# ---- comma_align ----
comma_align/port_trees.png
Scale bar: 20 um.
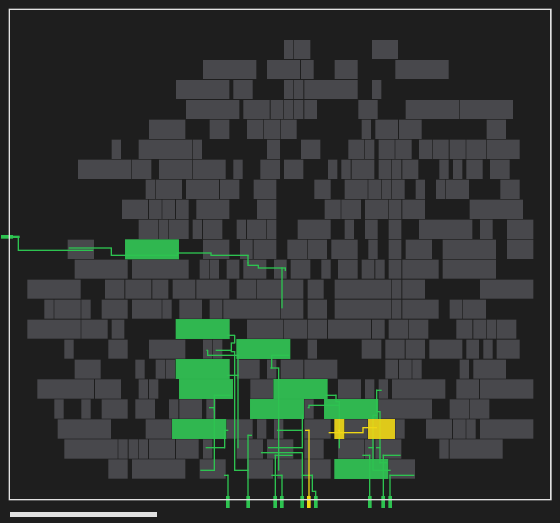

===== src/rtl/comma_align.sv =====
// comma_align: serial 8b/10b comma detector and symbol aligner.
// Shifts in one line bit per enable strobe, hunts for K28.x comma patterns,
// aligns the 10-bit symbol boundary to them, and emits aligned symbols once
// acquisition has started. Lock is declared after LOCK_COMMAS consecutive
// in-phase commas and dropped after LOSS_COMMAS consecutive out-of-phase ones.
// Optional feature: define COMMA_ALIGN_STATS_EN to add the 16-bit
// saturating realign_cnt output (re-alignments plus lock losses).
module comma_align #(
    parameter int LOCK_COMMAS = 3,
    parameter int LOSS_COMMAS = 4
) (
    input  logic       clk,
    input  logic       rst,
    input  logic       enable,
    input  logic       serial_in,
    output logic [9:0] encoded_val,
    output logic       valid,
    output logic       locked,
    output logic       comma
`ifdef COMMA_ALIGN_STATS_EN
    ,
    output logic [15:0] realign_cnt
`endif
);

    localparam logic [1:0] ST_UNLOCKED = 2'd0;
    localparam logic [1:0] ST_ACQUIRE  = 2'd1;
    localparam logic [1:0] ST_LOCKED   = 2'd2;

    localparam logic [3:0] LOCK_TGT = 4'(LOCK_COMMAS);
    localparam logic [3:0] LOSS_TGT = 4'(LOSS_COMMAS);

    // Saturating 4-bit increment for the comma run counters.
    function automatic logic [3:0] sat_inc4(input logic [3:0] v);
        return (v == 4'hF) ? v : v + 4'd1;
    endfunction

    logic [9:0] sr_q, sr_d;
    logic [3:0] bit_cnt_q, bit_cnt_d;
    logic [3:0] good_cnt_q, good_cnt_d;
    logic [3:0] bad_cnt_q, bad_cnt_d;
    logic [1:0] state_q, state_d;
    logic [9:0] encoded_val_q, encoded_val_d;
    logic       valid_q, valid_d;
    logic       comma_q, comma_d;

    logic [9:0] sr_next;
    logic       comma_det;
    logic       boundary;
    logic [3:0] good_inc;
    logic [3:0] bad_inc;

    // Shift/detect datapath and the alignment state machine.
    always_comb begin
        sr_d          = sr_q;
        bit_cnt_d     = bit_cnt_q;
        good_cnt_d    = good_cnt_q;
        bad_cnt_d     = bad_cnt_q;
        state_d       = state_q;
        encoded_val_d = encoded_val_q;
        valid_d       = 1'b0;
        comma_d       = 1'b0;

        sr_next   = {sr_q[8:0], serial_in};
        comma_det = (sr_next[9:3] == 7'b0011111) || (sr_next[9:3] == 7'b1100000);
        boundary  = (bit_cnt_q == 4'd9);
        good_inc  = sat_inc4(good_cnt_q);
        bad_inc   = sat_inc4(bad_cnt_q);

        if (enable) begin
            sr_d      = sr_next;
            bit_cnt_d = boundary ? 4'd0 : bit_cnt_q + 4'd1;

            case (state_q)
                ST_UNLOCKED: begin
                    // Any comma sets the symbol phase and starts acquisition.
                    if (comma_det) begin
                        bit_cnt_d     = 4'd0;
                        encoded_val_d = sr_next;
                        valid_d       = 1'b1;
                        comma_d       = 1'b1;
                        good_cnt_d    = 4'd1;
                        if (LOCK_TGT <= 4'd1) begin
                            state_d   = ST_LOCKED;
                            bad_cnt_d = 4'd0;
                        end else begin
                            state_d = ST_ACQUIRE;
                        end
                    end
                end

                ST_ACQUIRE: begin
                    if (comma_det && boundary) begin
                        encoded_val_d = sr_next;
                        valid_d       = 1'b1;
                        comma_d       = 1'b1;
                        good_cnt_d    = good_inc;
                        if (good_inc >= LOCK_TGT) begin
                            state_d   = ST_LOCKED;
                            bad_cnt_d = 4'd0;
                        end
                    end else if (comma_det) begin
                        // Off-phase comma while acquiring: adopt its phase.
                        bit_cnt_d     = 4'd0;
                        encoded_val_d = sr_next;
                        valid_d       = 1'b1;
                        comma_d       = 1'b1;
                        good_cnt_d    = 4'd1;
                    end else if (boundary) begin
                        encoded_val_d = sr_next;
                        valid_d       = 1'b1;
                    end
                end

                ST_LOCKED: begin
                    if (boundary) begin
                        encoded_val_d = sr_next;
                        valid_d       = 1'b1;
                        comma_d       = comma_det;
                        if (comma_det) begin
                            bad_cnt_d = 4'd0;
                        end
                    end else if (comma_det) begin
                        // Off-phase comma while locked: count it, keep phase.
                        bad_cnt_d = bad_inc;
                        if (bad_inc >= LOSS_TGT) begin
                            state_d    = ST_UNLOCKED;
                            good_cnt_d = 4'd0;
                            bad_cnt_d  = 4'd0;
                        end
                    end
                end

                default: begin
                    state_d = ST_UNLOCKED;
                end
            endcase
        end
    end

    // Register update with synchronous reset of all state.
    always_ff @(posedge clk) begin
        if (rst) begin
            sr_q          <= 10'd0;
            bit_cnt_q     <= 4'd0;
            good_cnt_q    <= 4'd0;
            bad_cnt_q     <= 4'd0;
            state_q       <= ST_UNLOCKED;
            encoded_val_q <= 10'd0;
            valid_q       <= 1'b0;
            comma_q       <= 1'b0;
        end else begin
            sr_q          <= sr_d;
            bit_cnt_q     <= bit_cnt_d;
            good_cnt_q    <= good_cnt_d;
            bad_cnt_q     <= bad_cnt_d;
            state_q       <= state_d;
            encoded_val_q <= encoded_val_d;
            valid_q       <= valid_d;
            comma_q       <= comma_d;
        end
    end

    assign encoded_val = encoded_val_q;
    assign valid       = valid_q;
    assign comma       = comma_q;
    assign locked      = (state_q == ST_LOCKED);

`ifdef COMMA_ALIGN_STATS_EN
    logic [15:0] realign_cnt_q, realign_cnt_d;
    logic        realign_evt;

    // Count every phase adoption and every loss of lock, saturating.
    always_comb begin
        realign_evt = ((state_q == ST_UNLOCKED) && (state_d != ST_UNLOCKED))
                    || ((state_q == ST_ACQUIRE) && enable && comma_det && !boundary)
                    || ((state_q == ST_LOCKED) && (state_d == ST_UNLOCKED));
        realign_cnt_d = realign_cnt_q;
        if (realign_evt && (realign_cnt_q != 16'hFFFF)) begin
            realign_cnt_d = realign_cnt_q + 16'd1;
        end
    end

    // Statistics register.
    always_ff @(posedge clk) begin
        if (rst) begin
            realign_cnt_q <= 16'd0;
        end else begin
            realign_cnt_q <= realign_cnt_d;
        end
    end

    assign realign_cnt = realign_cnt_q;
`endif

endmodule


===== config.mk =====
export PLATFORM = sky130hd
export DESIGN_NAME = comma_align
export DESIGN_NICKNAME = d
export VERILOG_FILES = /design/src/rtl/comma_align.sv
export SDC_FILE = /design/constraint.sdc
export NUM_CORES = 1
export LEC_CHECK = 0
export CAP_MARGIN = 20
export CORE_ASPECT_RATIO = 0.9
export CORE_MARGIN = 2
export CORE_UTILIZATION = 45
export DETAILED_ROUTE_END_ITERATION = 8
export PLACE_DENSITY = 0.72
export SLEW_MARGIN = 20
export SYNTH_ARGS = -nofsm -noshare
export SYNTH_HDL_FRONTEND = slang
export SYNTH_SLANG_ARGS = --single-unit

===== constraint.sdc =====
create_clock -name clk -period 2.1 [get_ports clk]
set_clock_uncertainty 0.2 [all_clocks]
set_input_delay 0.42 -clock clk [delete_from_list [all_inputs] [get_ports clk]]
set_output_delay 0.42 -clock clk [all_outputs]
set_load 0.02 [all_outputs]

# ---- relu_pool_ctrl_flat ----
$ cat src/rtl/relu_pool_if.sv
// Handshake and strobe bundle between the conv output sequencer and the
// ReLU + 2x2 max-pool datapath. The master side issues start and beats,
// the slave side (the controller) returns the aligned control strobes.
interface relu_pool_if #(
   parameter int IN_W = 24,
   parameter int IN_H = 24
);
   localparam int PW = (IN_W / 2 > 1) ? $clog2(IN_W / 2) : 1;
   localparam int PH = (IN_H / 2 > 1) ? $clog2(IN_H / 2) : 1;

   logic          start;
   logic          valid_in;
   logic          busy;
   logic          hold_en;
   logic          lb_wr_en;
   logic          out_en;
   logic [PW-1:0] lb_addr;
   logic [PH-1:0] out_row;
   logic [PW-1:0] out_col;
   logic          frame_done;
   logic          drop_err;

   modport master (
      output start, valid_in,
      input  busy, hold_en, lb_wr_en, out_en, lb_addr, out_row, out_col,
             frame_done, drop_err
   );

   modport slave (
      input  start, valid_in,
      output busy, hold_en, lb_wr_en, out_en, lb_addr, out_row, out_col,
             frame_done, drop_err
   );
endinterface

$ cat src/rtl/relu_pool_ctrl.sv
// Sequencing controller for the ReLU + 2x2 max-pool stage. Tracks the raster
// position of each conv beat and issues registered hold / line-buffer /
// emit strobes, one cycle after the beat, to line up with the registered
// ReLU result. No channel data passes through this block.
module relu_pool_ctrl #(
   parameter int CONV_BIT = 12,
   parameter int IN_W     = 24,
   parameter int IN_H     = 24
) (
   input  logic      clk,
   input  logic      rst,
   relu_pool_if.slave bus
);
   localparam int CW = (IN_W > 1) ? $clog2(IN_W) : 1;
   localparam int RW = (IN_H > 1) ? $clog2(IN_H) : 1;
   localparam int PW = (IN_W / 2 > 1) ? $clog2(IN_W / 2) : 1;
   localparam int PH = (IN_H / 2 > 1) ? $clog2(IN_H / 2) : 1;

   localparam logic [CW-1:0] LAST_COL = CW'(IN_W - 1);
   localparam logic [RW-1:0] LAST_ROW = RW'(IN_H - 1);

   // Reject geometries the 2x2 pooling walk cannot handle.
   if (IN_W < 2 || (IN_W % 2) != 0 || IN_H < 2 || (IN_H % 2) != 0 || CONV_BIT < 1)
   begin : g_bad_param
      $error("relu_pool_ctrl: IN_W/IN_H must be even and >= 2, CONV_BIT >= 1");
   end

   typedef enum logic [1:0] {
      S_IDLE = 2'd0,
      S_RUN  = 2'd1,
      S_DONE = 2'd2
   } state_t;

   state_t        r_state;
   logic [CW-1:0] r_col;
   logic [RW-1:0] r_row;
   logic          r_busy;
   logic          r_hold_en;
   logic          r_lb_wr_en;
   logic          r_out_en;
   logic [PW-1:0] r_lb_addr;
   logic [PH-1:0] r_out_row;
   logic [PW-1:0] r_out_col;
   logic          r_frame_done;
   logic          r_drop_err;

   // Pooled column / row of the current beat: each 2x2 window covers two
   // raster columns and two raster rows.
   logic [PW-1:0] w_pair_col;
   logic [PH-1:0] w_pair_row;
   assign w_pair_col = PW'(r_col >> 1);
   assign w_pair_row = PH'(r_row >> 1);

   // Frame FSM: position tracking, strobe decode and error/status flags.
   always_ff @(posedge clk) begin
      if (rst) begin
         r_state      <= S_IDLE;
         r_col        <= '0;
         r_row        <= '0;
         r_busy       <= 1'b0;
         r_hold_en    <= 1'b0;
         r_lb_wr_en   <= 1'b0;
         r_out_en     <= 1'b0;
         r_lb_addr    <= '0;
         r_out_row    <= '0;
         r_out_col    <= '0;
         r_frame_done <= 1'b0;
         r_drop_err   <= 1'b0;
      end else begin
         r_hold_en    <= 1'b0;
         r_lb_wr_en   <= 1'b0;
         r_out_en     <= 1'b0;
         r_frame_done <= 1'b0;
         case (r_state)
            S_IDLE: begin
               if (bus.valid_in) r_drop_err <= 1'b1;
               if (bus.start) begin
                  r_state    <= S_RUN;
                  r_busy     <= 1'b1;
                  r_col      <= '0;
                  r_row      <= '0;
                  // A beat arriving with start is still a stray beat.
                  r_drop_err <= bus.valid_in;
               end
            end
            S_RUN: begin
               if (bus.valid_in) begin
                  // Even column: first half of a window row goes to hold.
                  // Odd column, even row: horizontal max goes to line buffer.
                  // Odd column, odd row: window complete, emit.
                  r_hold_en  <= ~r_col[0];
                  r_lb_wr_en <= r_col[0] & ~r_row[0];
                  r_out_en   <= r_col[0] & r_row[0];
                  r_lb_addr  <= w_pair_col;
                  if (r_col[0] && r_row[0]) begin
                     r_out_row <= w_pair_row;
                     r_out_col <= w_pair_col;
                  end
                  if (r_col == LAST_COL) begin
                     r_col <= '0;
                     if (r_row == LAST_ROW) begin
                        r_state      <= S_DONE;
                        r_frame_done <= 1'b1;
                     end else begin
                        r_row <= r_row + RW'(1);
                     end
                  end else begin
                     r_col <= r_col + CW'(1);
                  end
               end
            end
            S_DONE: begin
               if (bus.valid_in) r_drop_err <= 1'b1;
               r_state <= S_IDLE;
               r_busy  <= 1'b0;
            end
            default: begin
               r_state <= S_IDLE;
               r_busy  <= 1'b0;
            end
         endcase
      end
   end

   assign bus.busy       = r_busy;
   assign bus.hold_en    = r_hold_en;
   assign bus.lb_wr_en   = r_lb_wr_en;
   assign bus.out_en     = r_out_en;
   assign bus.lb_addr    = r_lb_addr;
   assign bus.out_row    = r_out_row;
   assign bus.out_col    = r_out_col;
   assign bus.frame_done = r_frame_done;
   assign bus.drop_err   = r_drop_err;
endmodule

$ cat src/flat_wrapper.sv
// flat-port wrapper written by rule: the top's interface ports become plain ports
module relu_pool_ctrl_flat 
#(
   parameter int CONV_BIT = 12,
   parameter int IN_W     = 24,
   parameter int IN_H     = 24
)
  (clk, rst, bus_start, bus_valid_in, bus_busy, bus_hold_en, bus_lb_wr_en, bus_out_en, bus_lb_addr, bus_out_row, bus_out_col, bus_frame_done, bus_drop_err);
  relu_pool_if #(.IN_W(IN_W), .IN_H(IN_H)) bus_i ();
  input  logic clk;
  input  logic rst;
  input wire logic [$bits(bus_i.start)-1:0] bus_start;
  input wire logic [$bits(bus_i.valid_in)-1:0] bus_valid_in;
  output wire logic [$bits(bus_i.busy)-1:0] bus_busy;
  output wire logic [$bits(bus_i.hold_en)-1:0] bus_hold_en;
  output wire logic [$bits(bus_i.lb_wr_en)-1:0] bus_lb_wr_en;
  output wire logic [$bits(bus_i.out_en)-1:0] bus_out_en;
  output wire logic [$bits(bus_i.lb_addr)-1:0] bus_lb_addr;
  output wire logic [$bits(bus_i.out_row)-1:0] bus_out_row;
  output wire logic [$bits(bus_i.out_col)-1:0] bus_out_col;
  output wire logic [$bits(bus_i.frame_done)-1:0] bus_frame_done;
  output wire logic [$bits(bus_i.drop_err)-1:0] bus_drop_err;
  assign bus_i.start = bus_start;
  assign bus_i.valid_in = bus_valid_in;
  assign bus_busy = bus_i.busy;
  assign bus_hold_en = bus_i.hold_en;
  assign bus_lb_wr_en = bus_i.lb_wr_en;
  assign bus_out_en = bus_i.out_en;
  assign bus_lb_addr = bus_i.lb_addr;
  assign bus_out_row = bus_i.out_row;
  assign bus_out_col = bus_i.out_col;
  assign bus_frame_done = bus_i.frame_done;
  assign bus_drop_err = bus_i.drop_err;
  relu_pool_ctrl #(.CONV_BIT(CONV_BIT), .IN_W(IN_W), .IN_H(IN_H)) u_core (.clk(clk), .rst(rst), .bus(bus_i));
endmodule
$ cat config.mk
export PLATFORM = sky130hd
export DESIGN_NAME = relu_pool_ctrl_flat
export DESIGN_NICKNAME = d
export VERILOG_FILES = /design/src/rtl/relu_pool_if.sv /design/src/rtl/relu_pool_ctrl.sv /design/src/flat_wrapper.sv
export SDC_FILE = /design/constraint.sdc
export NUM_CORES = 1
export LEC_CHECK = 0
export CAP_MARGIN = 20
export CELL_PAD_IN_SITES_DETAIL_PLACEMENT = 1
export CELL_PAD_IN_SITES_GLOBAL_PLACEMENT = 2
export CORE_MARGIN = 4
export CORE_UTILIZATION = 27
export CTS_CLUSTER_SIZE = 30
export DETAILED_ROUTE_END_ITERATION = 8
export PLACE_DENSITY = 0.72
export SYNTH_ARGS = -nofsm -noshare
export SYNTH_HDL_FRONTEND = slang
export SYNTH_SLANG_ARGS = --single-unit
$ cat constraint.sdc
create_clock -name clk -period 1.52 [get_ports clk]
set_clock_uncertainty 0.2 [all_clocks]
set_input_delay 0.304 -clock clk [delete_from_list [all_inputs] [get_ports clk]]
set_output_delay 0.304 -clock clk [all_outputs]
set_load 0.005 [all_outputs]
# ---- rom_fetch_unit_flat ----
`config.mk`:
```
export PLATFORM = sky130hd
export DESIGN_NAME = rom_fetch_unit_flat
export DESIGN_NICKNAME = d
export VERILOG_FILES = /design/src/rtl/rom_fetch_unit_if.sv /design/src/rtl/rom_fetch_unit.sv /design/src/flat_wrapper.sv
export SDC_FILE = /design/constraint.sdc
export NUM_CORES = 1
export LEC_CHECK = 0
export CAP_MARGIN = 20
export CORE_UTILIZATION = 40
export CTS_CLUSTER_DIAMETER = 80
export CTS_CLUSTER_SIZE = 10
export DETAILED_ROUTE_END_ITERATION = 7
export PLACE_DENSITY_LB_ADDON = 0.3
export SYNTH_ARGS = -nofsm -noshare
export SYNTH_HDL_FRONTEND = slang
export SYNTH_SLANG_ARGS = --single-unit
```
`constraint.sdc`:
```
create_clock -name clock -period 1.9 [get_ports clock]
set_clock_uncertainty 0.05 [all_clocks]
set_input_delay 0.19 -clock clock [delete_from_list [all_inputs] [get_ports clock]]
set_output_delay 0.19 -clock clock [all_outputs]
set_load 0.05 [all_outputs]
```
`src/rtl/rom_fetch_unit_if.sv`:
```
// Bundles the fetch request/response handshakes and the enable/busy ROM bus.
// master: the fetch unit's view; slave: the surrounding core/ROM view.
interface rom_fetch_unit_if #(
    parameter int unsigned addr_size = 8,
    parameter int unsigned word_size = 8,
    parameter int unsigned offset    = 2
);
    localparam int unsigned DW = word_size * (2 ** offset);

    logic                 req_valid;
    logic                 req_ready;
    logic [addr_size-1:0] req_addr;
    logic                 resp_valid;
    logic                 resp_ready;
    logic [DW-1:0]        resp_data;
    logic                 resp_error;
    logic                 rom_enable;
    logic [addr_size-1:0] rom_addr;
    logic                 rom_busy;
    logic [DW-1:0]        rom_data;

    modport master (
        input  req_valid, req_addr, resp_ready, rom_busy, rom_data,
        output req_ready, resp_valid, resp_data, resp_error, rom_enable, rom_addr
    );

    modport slave (
        output req_valid, req_addr, resp_ready, rom_busy, rom_data,
        input  req_ready, resp_valid, resp_data, resp_error, rom_enable, rom_addr
    );
endinterface

```
`src/rtl/rom_fetch_unit.sv`:
```
// Requester-side controller for an enable/busy ROM: accepts line fetches, strobes the ROM,
// waits out its busy window and returns the line (or a timeout error) on a response channel.
module rom_fetch_unit #(
    parameter int unsigned addr_size      = 8,
    parameter int unsigned word_size      = 8,
    parameter int unsigned offset         = 2,
    parameter int unsigned timeout_cycles = 15
) (
    input logic                clock,
    input logic                reset_n,
    rom_fetch_unit_if.master   bus
);
    localparam int unsigned DW   = word_size * (2 ** offset);
    localparam int unsigned CntW = $clog2(timeout_cycles + 1);
    localparam logic [CntW-1:0]      CntMax    = CntW'(timeout_cycles);
    localparam logic [CntW-1:0]      CntLast   = CntW'(timeout_cycles - 1);
    localparam logic [addr_size-1:0] LineMask  = addr_size'((2 ** offset) - 1);

    typedef enum logic [2:0] {
        StIdle,
        StEnable,
        StWaitBusy,
        StWaitDone,
        StResp
    } state_e;

    state_e               state_q, state_d;
    logic [CntW-1:0]      cnt_q, cnt_d, cnt_inc;
    logic [addr_size-1:0] addr_q, addr_d;
    logic [DW-1:0]        data_q, data_d;
    logic                 err_q, err_d;

    assign cnt_inc = (cnt_q == CntMax) ? cnt_q : cnt_q + 1'b1;

    always_ff @(posedge clock or negedge reset_n) begin
        if (!reset_n) begin
            state_q <= StIdle;
            cnt_q   <= '0;
            addr_q  <= '0;
            data_q  <= '0;
            err_q   <= 1'b0;
        end else begin
            state_q <= state_d;
            cnt_q   <= cnt_d;
            addr_q  <= addr_d;
            data_q  <= data_d;
            err_q   <= err_d;
        end
    end

    always_comb begin
        state_d = state_q;
        cnt_d   = cnt_q;
        addr_d  = addr_q;
        data_d  = data_q;
        err_d   = err_q;
        unique case (state_q)
            StIdle: begin
                if (bus.req_valid) begin
                    addr_d  = bus.req_addr & ~LineMask;
                    cnt_d   = '0;
                    state_d = StEnable;
                end
            end
            StEnable: state_d = StWaitBusy;
            StWaitBusy: begin
                cnt_d = cnt_inc;
                // Timeout wins over a same-cycle busy edge so the wait window is a hard bound.
                if (cnt_q == CntLast) begin
                    data_d  = '0;
                    err_d   = 1'b1;
                    state_d = StResp;
                end else if (bus.rom_busy) begin
                    state_d = StWaitDone;
                end
            end
            StWaitDone: begin
                cnt_d = cnt_inc;
                if (cnt_q == CntLast) begin
                    data_d  = '0;
                    err_d   = 1'b1;
                    state_d = StResp;
                end else if (!bus.rom_busy) begin
                    data_d  = bus.rom_data;
                    err_d   = 1'b0;
                    state_d = StResp;
                end
            end
            StResp: begin
                if (bus.resp_ready) state_d = StIdle;
            end
            default: state_d = StIdle;
        endcase
    end

    // req_ready is gated by reset so it reads 0 while reset is held.
    assign bus.req_ready  = reset_n && (state_q == StIdle);
    assign bus.rom_enable = (state_q == StEnable);
    assign bus.resp_valid = (state_q == StResp);
    assign bus.rom_addr   = addr_q;
    assign bus.resp_data  = data_q;
    assign bus.resp_error = err_q;
endmodule
```
`src/flat_wrapper.sv`:
```
// flat-port wrapper written by rule: the top's interface ports become plain ports
module rom_fetch_unit_flat 
#(
    parameter int unsigned addr_size      = 8,
    parameter int unsigned word_size      = 8,
    parameter int unsigned offset         = 2,
    parameter int unsigned timeout_cycles = 15
)
  (clock, reset_n, bus_req_valid, bus_req_addr, bus_resp_ready, bus_rom_busy, bus_rom_data, bus_req_ready, bus_resp_valid, bus_resp_data, bus_resp_error, bus_rom_enable, bus_rom_addr);
  rom_fetch_unit_if #(.addr_size(addr_size), .word_size(word_size), .offset(offset)) bus_i ();
  input logic clock;
  input logic reset_n;
  input wire logic [$bits(bus_i.req_valid)-1:0] bus_req_valid;
  input wire logic [$bits(bus_i.req_addr)-1:0] bus_req_addr;
  input wire logic [$bits(bus_i.resp_ready)-1:0] bus_resp_ready;
  input wire logic [$bits(bus_i.rom_busy)-1:0] bus_rom_busy;
  input wire logic [$bits(bus_i.rom_data)-1:0] bus_rom_data;
  output wire logic [$bits(bus_i.req_ready)-1:0] bus_req_ready;
  output wire logic [$bits(bus_i.resp_valid)-1:0] bus_resp_valid;
  output wire logic [$bits(bus_i.resp_data)-1:0] bus_resp_data;
  output wire logic [$bits(bus_i.resp_error)-1:0] bus_resp_error;
  output wire logic [$bits(bus_i.rom_enable)-1:0] bus_rom_enable;
  output wire logic [$bits(bus_i.rom_addr)-1:0] bus_rom_addr;
  assign bus_i.req_valid = bus_req_valid;
  assign bus_i.req_addr = bus_req_addr;
  assign bus_i.resp_ready = bus_resp_ready;
  assign bus_i.rom_busy = bus_rom_busy;
  assign bus_i.rom_data = bus_rom_data;
  assign bus_req_ready = bus_i.req_ready;
  assign bus_resp_valid = bus_i.resp_valid;
  assign bus_resp_data = bus_i.resp_data;
  assign bus_resp_error = bus_i.resp_error;
  assign bus_rom_enable = bus_i.rom_enable;
  assign bus_rom_addr = bus_i.rom_addr;
  rom_fetch_unit #(.addr_size(addr_size), .word_size(word_size), .offset(offset), .timeout_cycles(timeout_cycles)) u_core (.clock(clock), .reset_n(reset_n), .bus(bus_i));
endmodule
```
relu_pool_ctrl_flat/closeup.png
Scale bar: 10 um. Window x 23 to 53, y 23 to 53 um. Cells in gray, sequential cells in the stronger gray; small squares are vias.
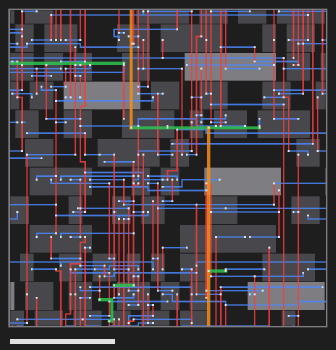
[M3] green
[M2] red
[M1] blue
[M4] orange
cells with their middle in the window: 59
sequential cells in the window: 4
netlist names of flops here include: `u_core.r_col` (2), `u_core.r_row` (2)
most frequent: buf_4 (14), nand2_1 (4), o21ai_1 (4)

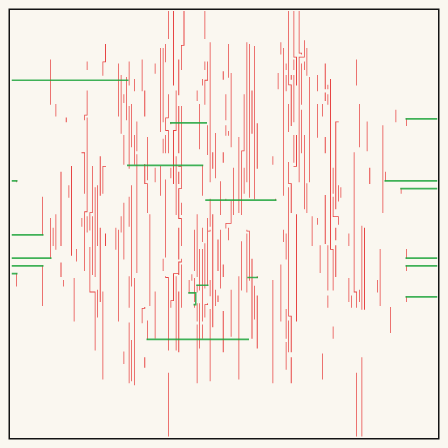
relu_pool_ctrl_flat/layers.png
Two of the layers only.
[M2] red | wire length: 1,830 um
[M3] green | wire length: 131 um
GR Util All Layers: 13.8%
Wirelength per Cell: 14.7 um
via count: 1,222
routed wire length: 3.64 mm

==> flow_metrics.env, relu_pool_ctrl_flat <==
# flow metrics
export IMPL_maxCapViolCount=0
export IMPL_outcome="finished with violations"
export IMPL_postLayoutSetupSlackWorst_ps=-21.4
export IMPL_worstMarginPinSlew_ps=266
export IMPL_violations="negative setup slack"
export IMPL_cellPowerDensity_nw_per_um2=811
export IMPL_fillers=504
export IMPL_layout_nonclk_buf_share_pct=23.8
export IMPL_period_used_pct=101
export IMPL_top_layer="met4"
export IMPL_first_pass_iters=4
export IMPL_setup_viol_count_final=1
export IMPL_clock_sinks=30
export IMPL_placed_area_um2=1730
export IMPL_met3_usage_pct=3.74
export IMPL_rrSetupSlack_ps=-20
export IMPL_ys_area_um2=1220
export IMPL_startpoint_type="flip-flop"
export IMPL_gp_congestion=0.789
export IMPL_drt_iter0_markers=58
export IMPL_hold_buffers=0
export IMPL_xor_share_pct=0
export IMPL_fin_area_um2=1910
export IMPL_p_leak_nw=0.832
export IMPL_synthDistinctLibCells=34
export IMPL_mi_logic_area_um2=689
export IMPL_cts_tree="done"
export IMPL_ys_seq_share_pct=49.2
export IMPL_syn_avg_cell_area_um2=8.98
-- relu_pool_ctrl_flat: power by group through the flow --
stage                     logic [W]  registers (W)  clock network (W)
after global placement     0.000117       0.000817                  0
final                      0.000136       0.000799           0.000614
after floorplan           0.0000594       0.000817                  0
after global routing       0.000151       0.000800           0.000661
after detailed placement   0.000120       0.000818                  0
after CTS                  0.000126       0.000801           0.000630
-- relu_pool_ctrl_flat: critical path, delay by kind of cell (launching register included) --
kind,cells,cell delay [ps]
adder cells (fa/ha/maj),1,130
AND/OR/NAND/NOR,2,580
flip-flops,1,360
AND-OR/OR-AND,2,200
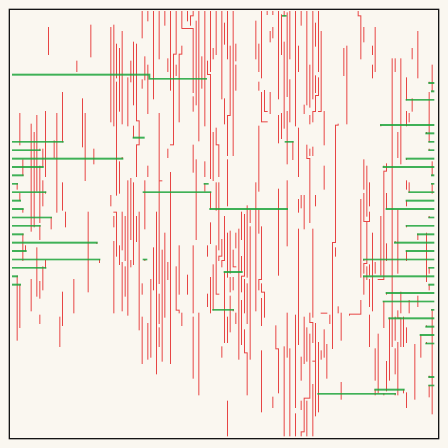
rom_fetch_unit_flat/layers.png
Two of the layers only.
[M3] green | wire length: 292 um
[M2] red | wire length: 2,250 um
routed wire length: 4.43 mm
via count: 1,445
Wirelength per Cell: 16.4 um
GR Util All Layers: 19.6%

==> flow_metrics.env, rom_fetch_unit_flat <==
# flow metrics
export IMPL_drc=0
export IMPL_first_pass_iters=4
export IMPL_n_tap_cell=52
export IMPL_synthFlopType="dfrtp_1"
export IMPL_numCtsBuffers=5
export IMPL_dr_wl_met3_um=291
export IMPL_io_buffers=84
export IMPL_clock_sinks=46
export IMPL_synthArstFlopShare_pct=100
export IMPL_rrSetupSlack_ps=230
export IMPL_cts_tree="done"
export IMPL_muxShareOfSynthArea_pct=4.91
export IMPL_cellPowerDensity_nw_per_um2=2000
export IMPL_outcome="finished clean"
export IMPL_preCtsSetupSlack_ps=155
export IMPL_mi_logic_area_um2=592
export IMPL_die_area_um2=4800
export IMPL_p_leak_nw=1.26
export IMPL_synthCells=130
export IMPL_p_comb_w=0.00325
export IMPL_hold_viol_final=0
export IMPL_ir_worst_vdd_mv=1.18
export IMPL_area_growth_pct=56.8
-- rom_fetch_unit_flat: worst max-delay path by stage --
| stage | cells past startpoint | end | slack (ps) |
|---|---|---|---|
| global route | 6 | u_core.bus.resp_data[22] | 140 |
| finish | 1 | bus_rom_addr[7] | 190 |
| detailed placement | 4 | u_core.bus.rom_addr[7] | 160 |
| global placement | 4 | u_core.bus.rom_addr[4] | 200 |
| CTS | 1 | bus_resp_data[1] | 190 |
| floorplan | 2 | bus_rom_enable | 70 |
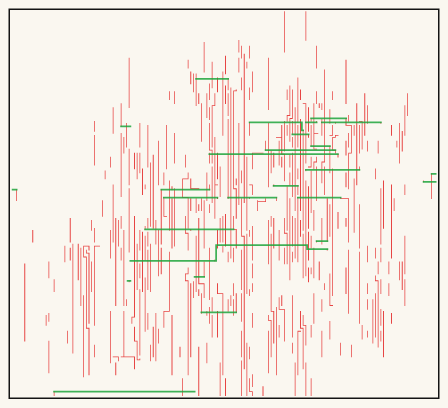
comma_align/layers.png
Two of the layers only.
[M2] red | wire length: 1,970 um
[M3] green | wire length: 212 um
Wirelength per Cell: 14.1 um
GR Util All Layers: 19.0%
via count: 1,794
routed wire length: 4.45 mm

Notes on comma_align/port_trees.png above:
[`encoded_val`] green | direction: output | end cells: 10 | buffers: 10 | wire: 244 um
[`serial_in`] yellow | direction: input | end cells: 2 | buffers: 1 | wire: 17.1 um
Port-buffer cells: 16
io pins: 17

==> flow_metrics.env, comma_align <==
# flow metrics
export IMPL_n_tap_cell=48
export IMPL_crit_path_start="sr_q[4]"
export IMPL_inv_count=31
export IMPL_gp_congestion=0.896
export IMPL_path_cells="nand3_2 > or4_4 > a31o_4 > a31oi_2 > o32ai_1"
export IMPL_ys_cells=229
export IMPL_synth_flop_count=35
export IMPL_internal_power_w=0.000924
export IMPL_preCtsSetupSlack_ps=-13.6
export IMPL_simple_gate_share_pct=18.1
export IMPL_n_antenna_cell=0
export IMPL_ant_nets=0
export IMPL_syn_avg_cell_area_um2=8.55
export IMPL_dpl_cell_count=305
export IMPL_outcome="finished clean"
## comma_align: how the worst min path moves through the flow
stage | start | end | slack [ps] | depth (start not counted)
after floorplan | sr_q[0] | encoded_val[1] | 250 | 2
after global placement | bad_cnt_q[3] | bad_cnt_q[3] | 260 | 1
after detailed placement | bad_cnt_q[3] | bad_cnt_q[3] | 260 | 1
after CTS | bad_cnt_q[3] | bad_cnt_q[3] | 270 | 1
after global routing | bad_cnt_q[3] | bad_cnt_q[3] | 280 | 1
final | bad_cnt_q[3] | bad_cnt_q[3] | 270 | 1

==> gallery <==
Clock wiring as the flow saved it.
(a)
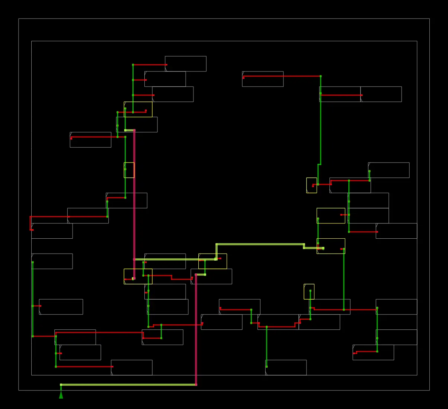
(b)
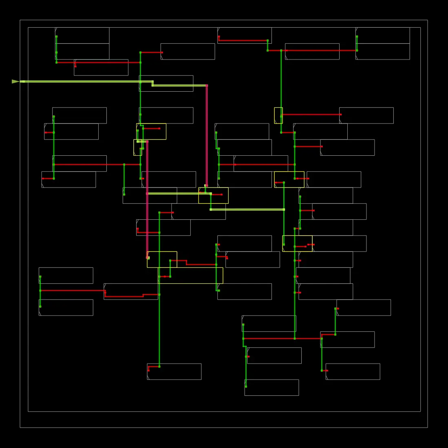
(c)
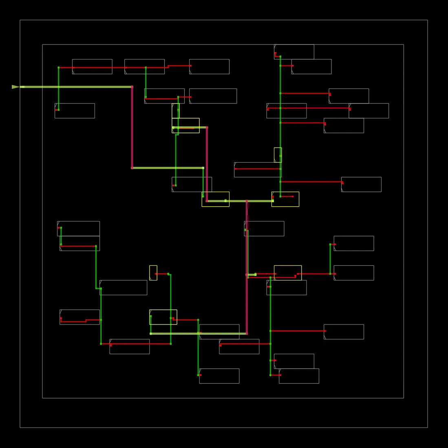
(a) is comma_align.
(b) is rom_fetch_unit_flat.
(c) is relu_pool_ctrl_flat.
The one with the most sequential cells is (b).



==> screenshots <==
Signal wires on met1.
Supply wires on this layer in gray.
shot_01.png
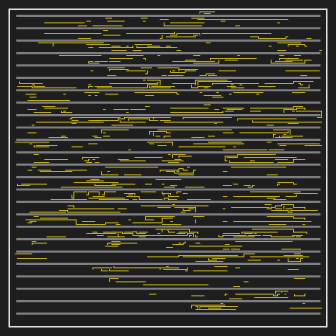
shot_02.png
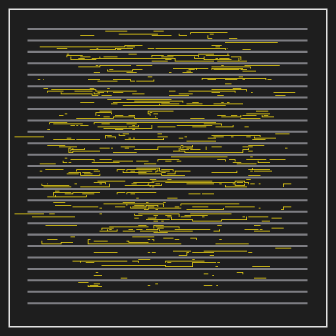
shot_03.png
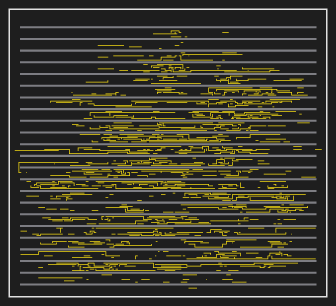
| from | picture |
|---|---|
| relu_pool_ctrl_flat | shot_02.png |
| rom_fetch_unit_flat | shot_01.png |
| comma_align | shot_03.png |

Key to shot_03.png:
nets with wire on the layer: 264
wire length on this layer: 2,220 um

No activity file was given, so power comes from the tool's default toggle rates.
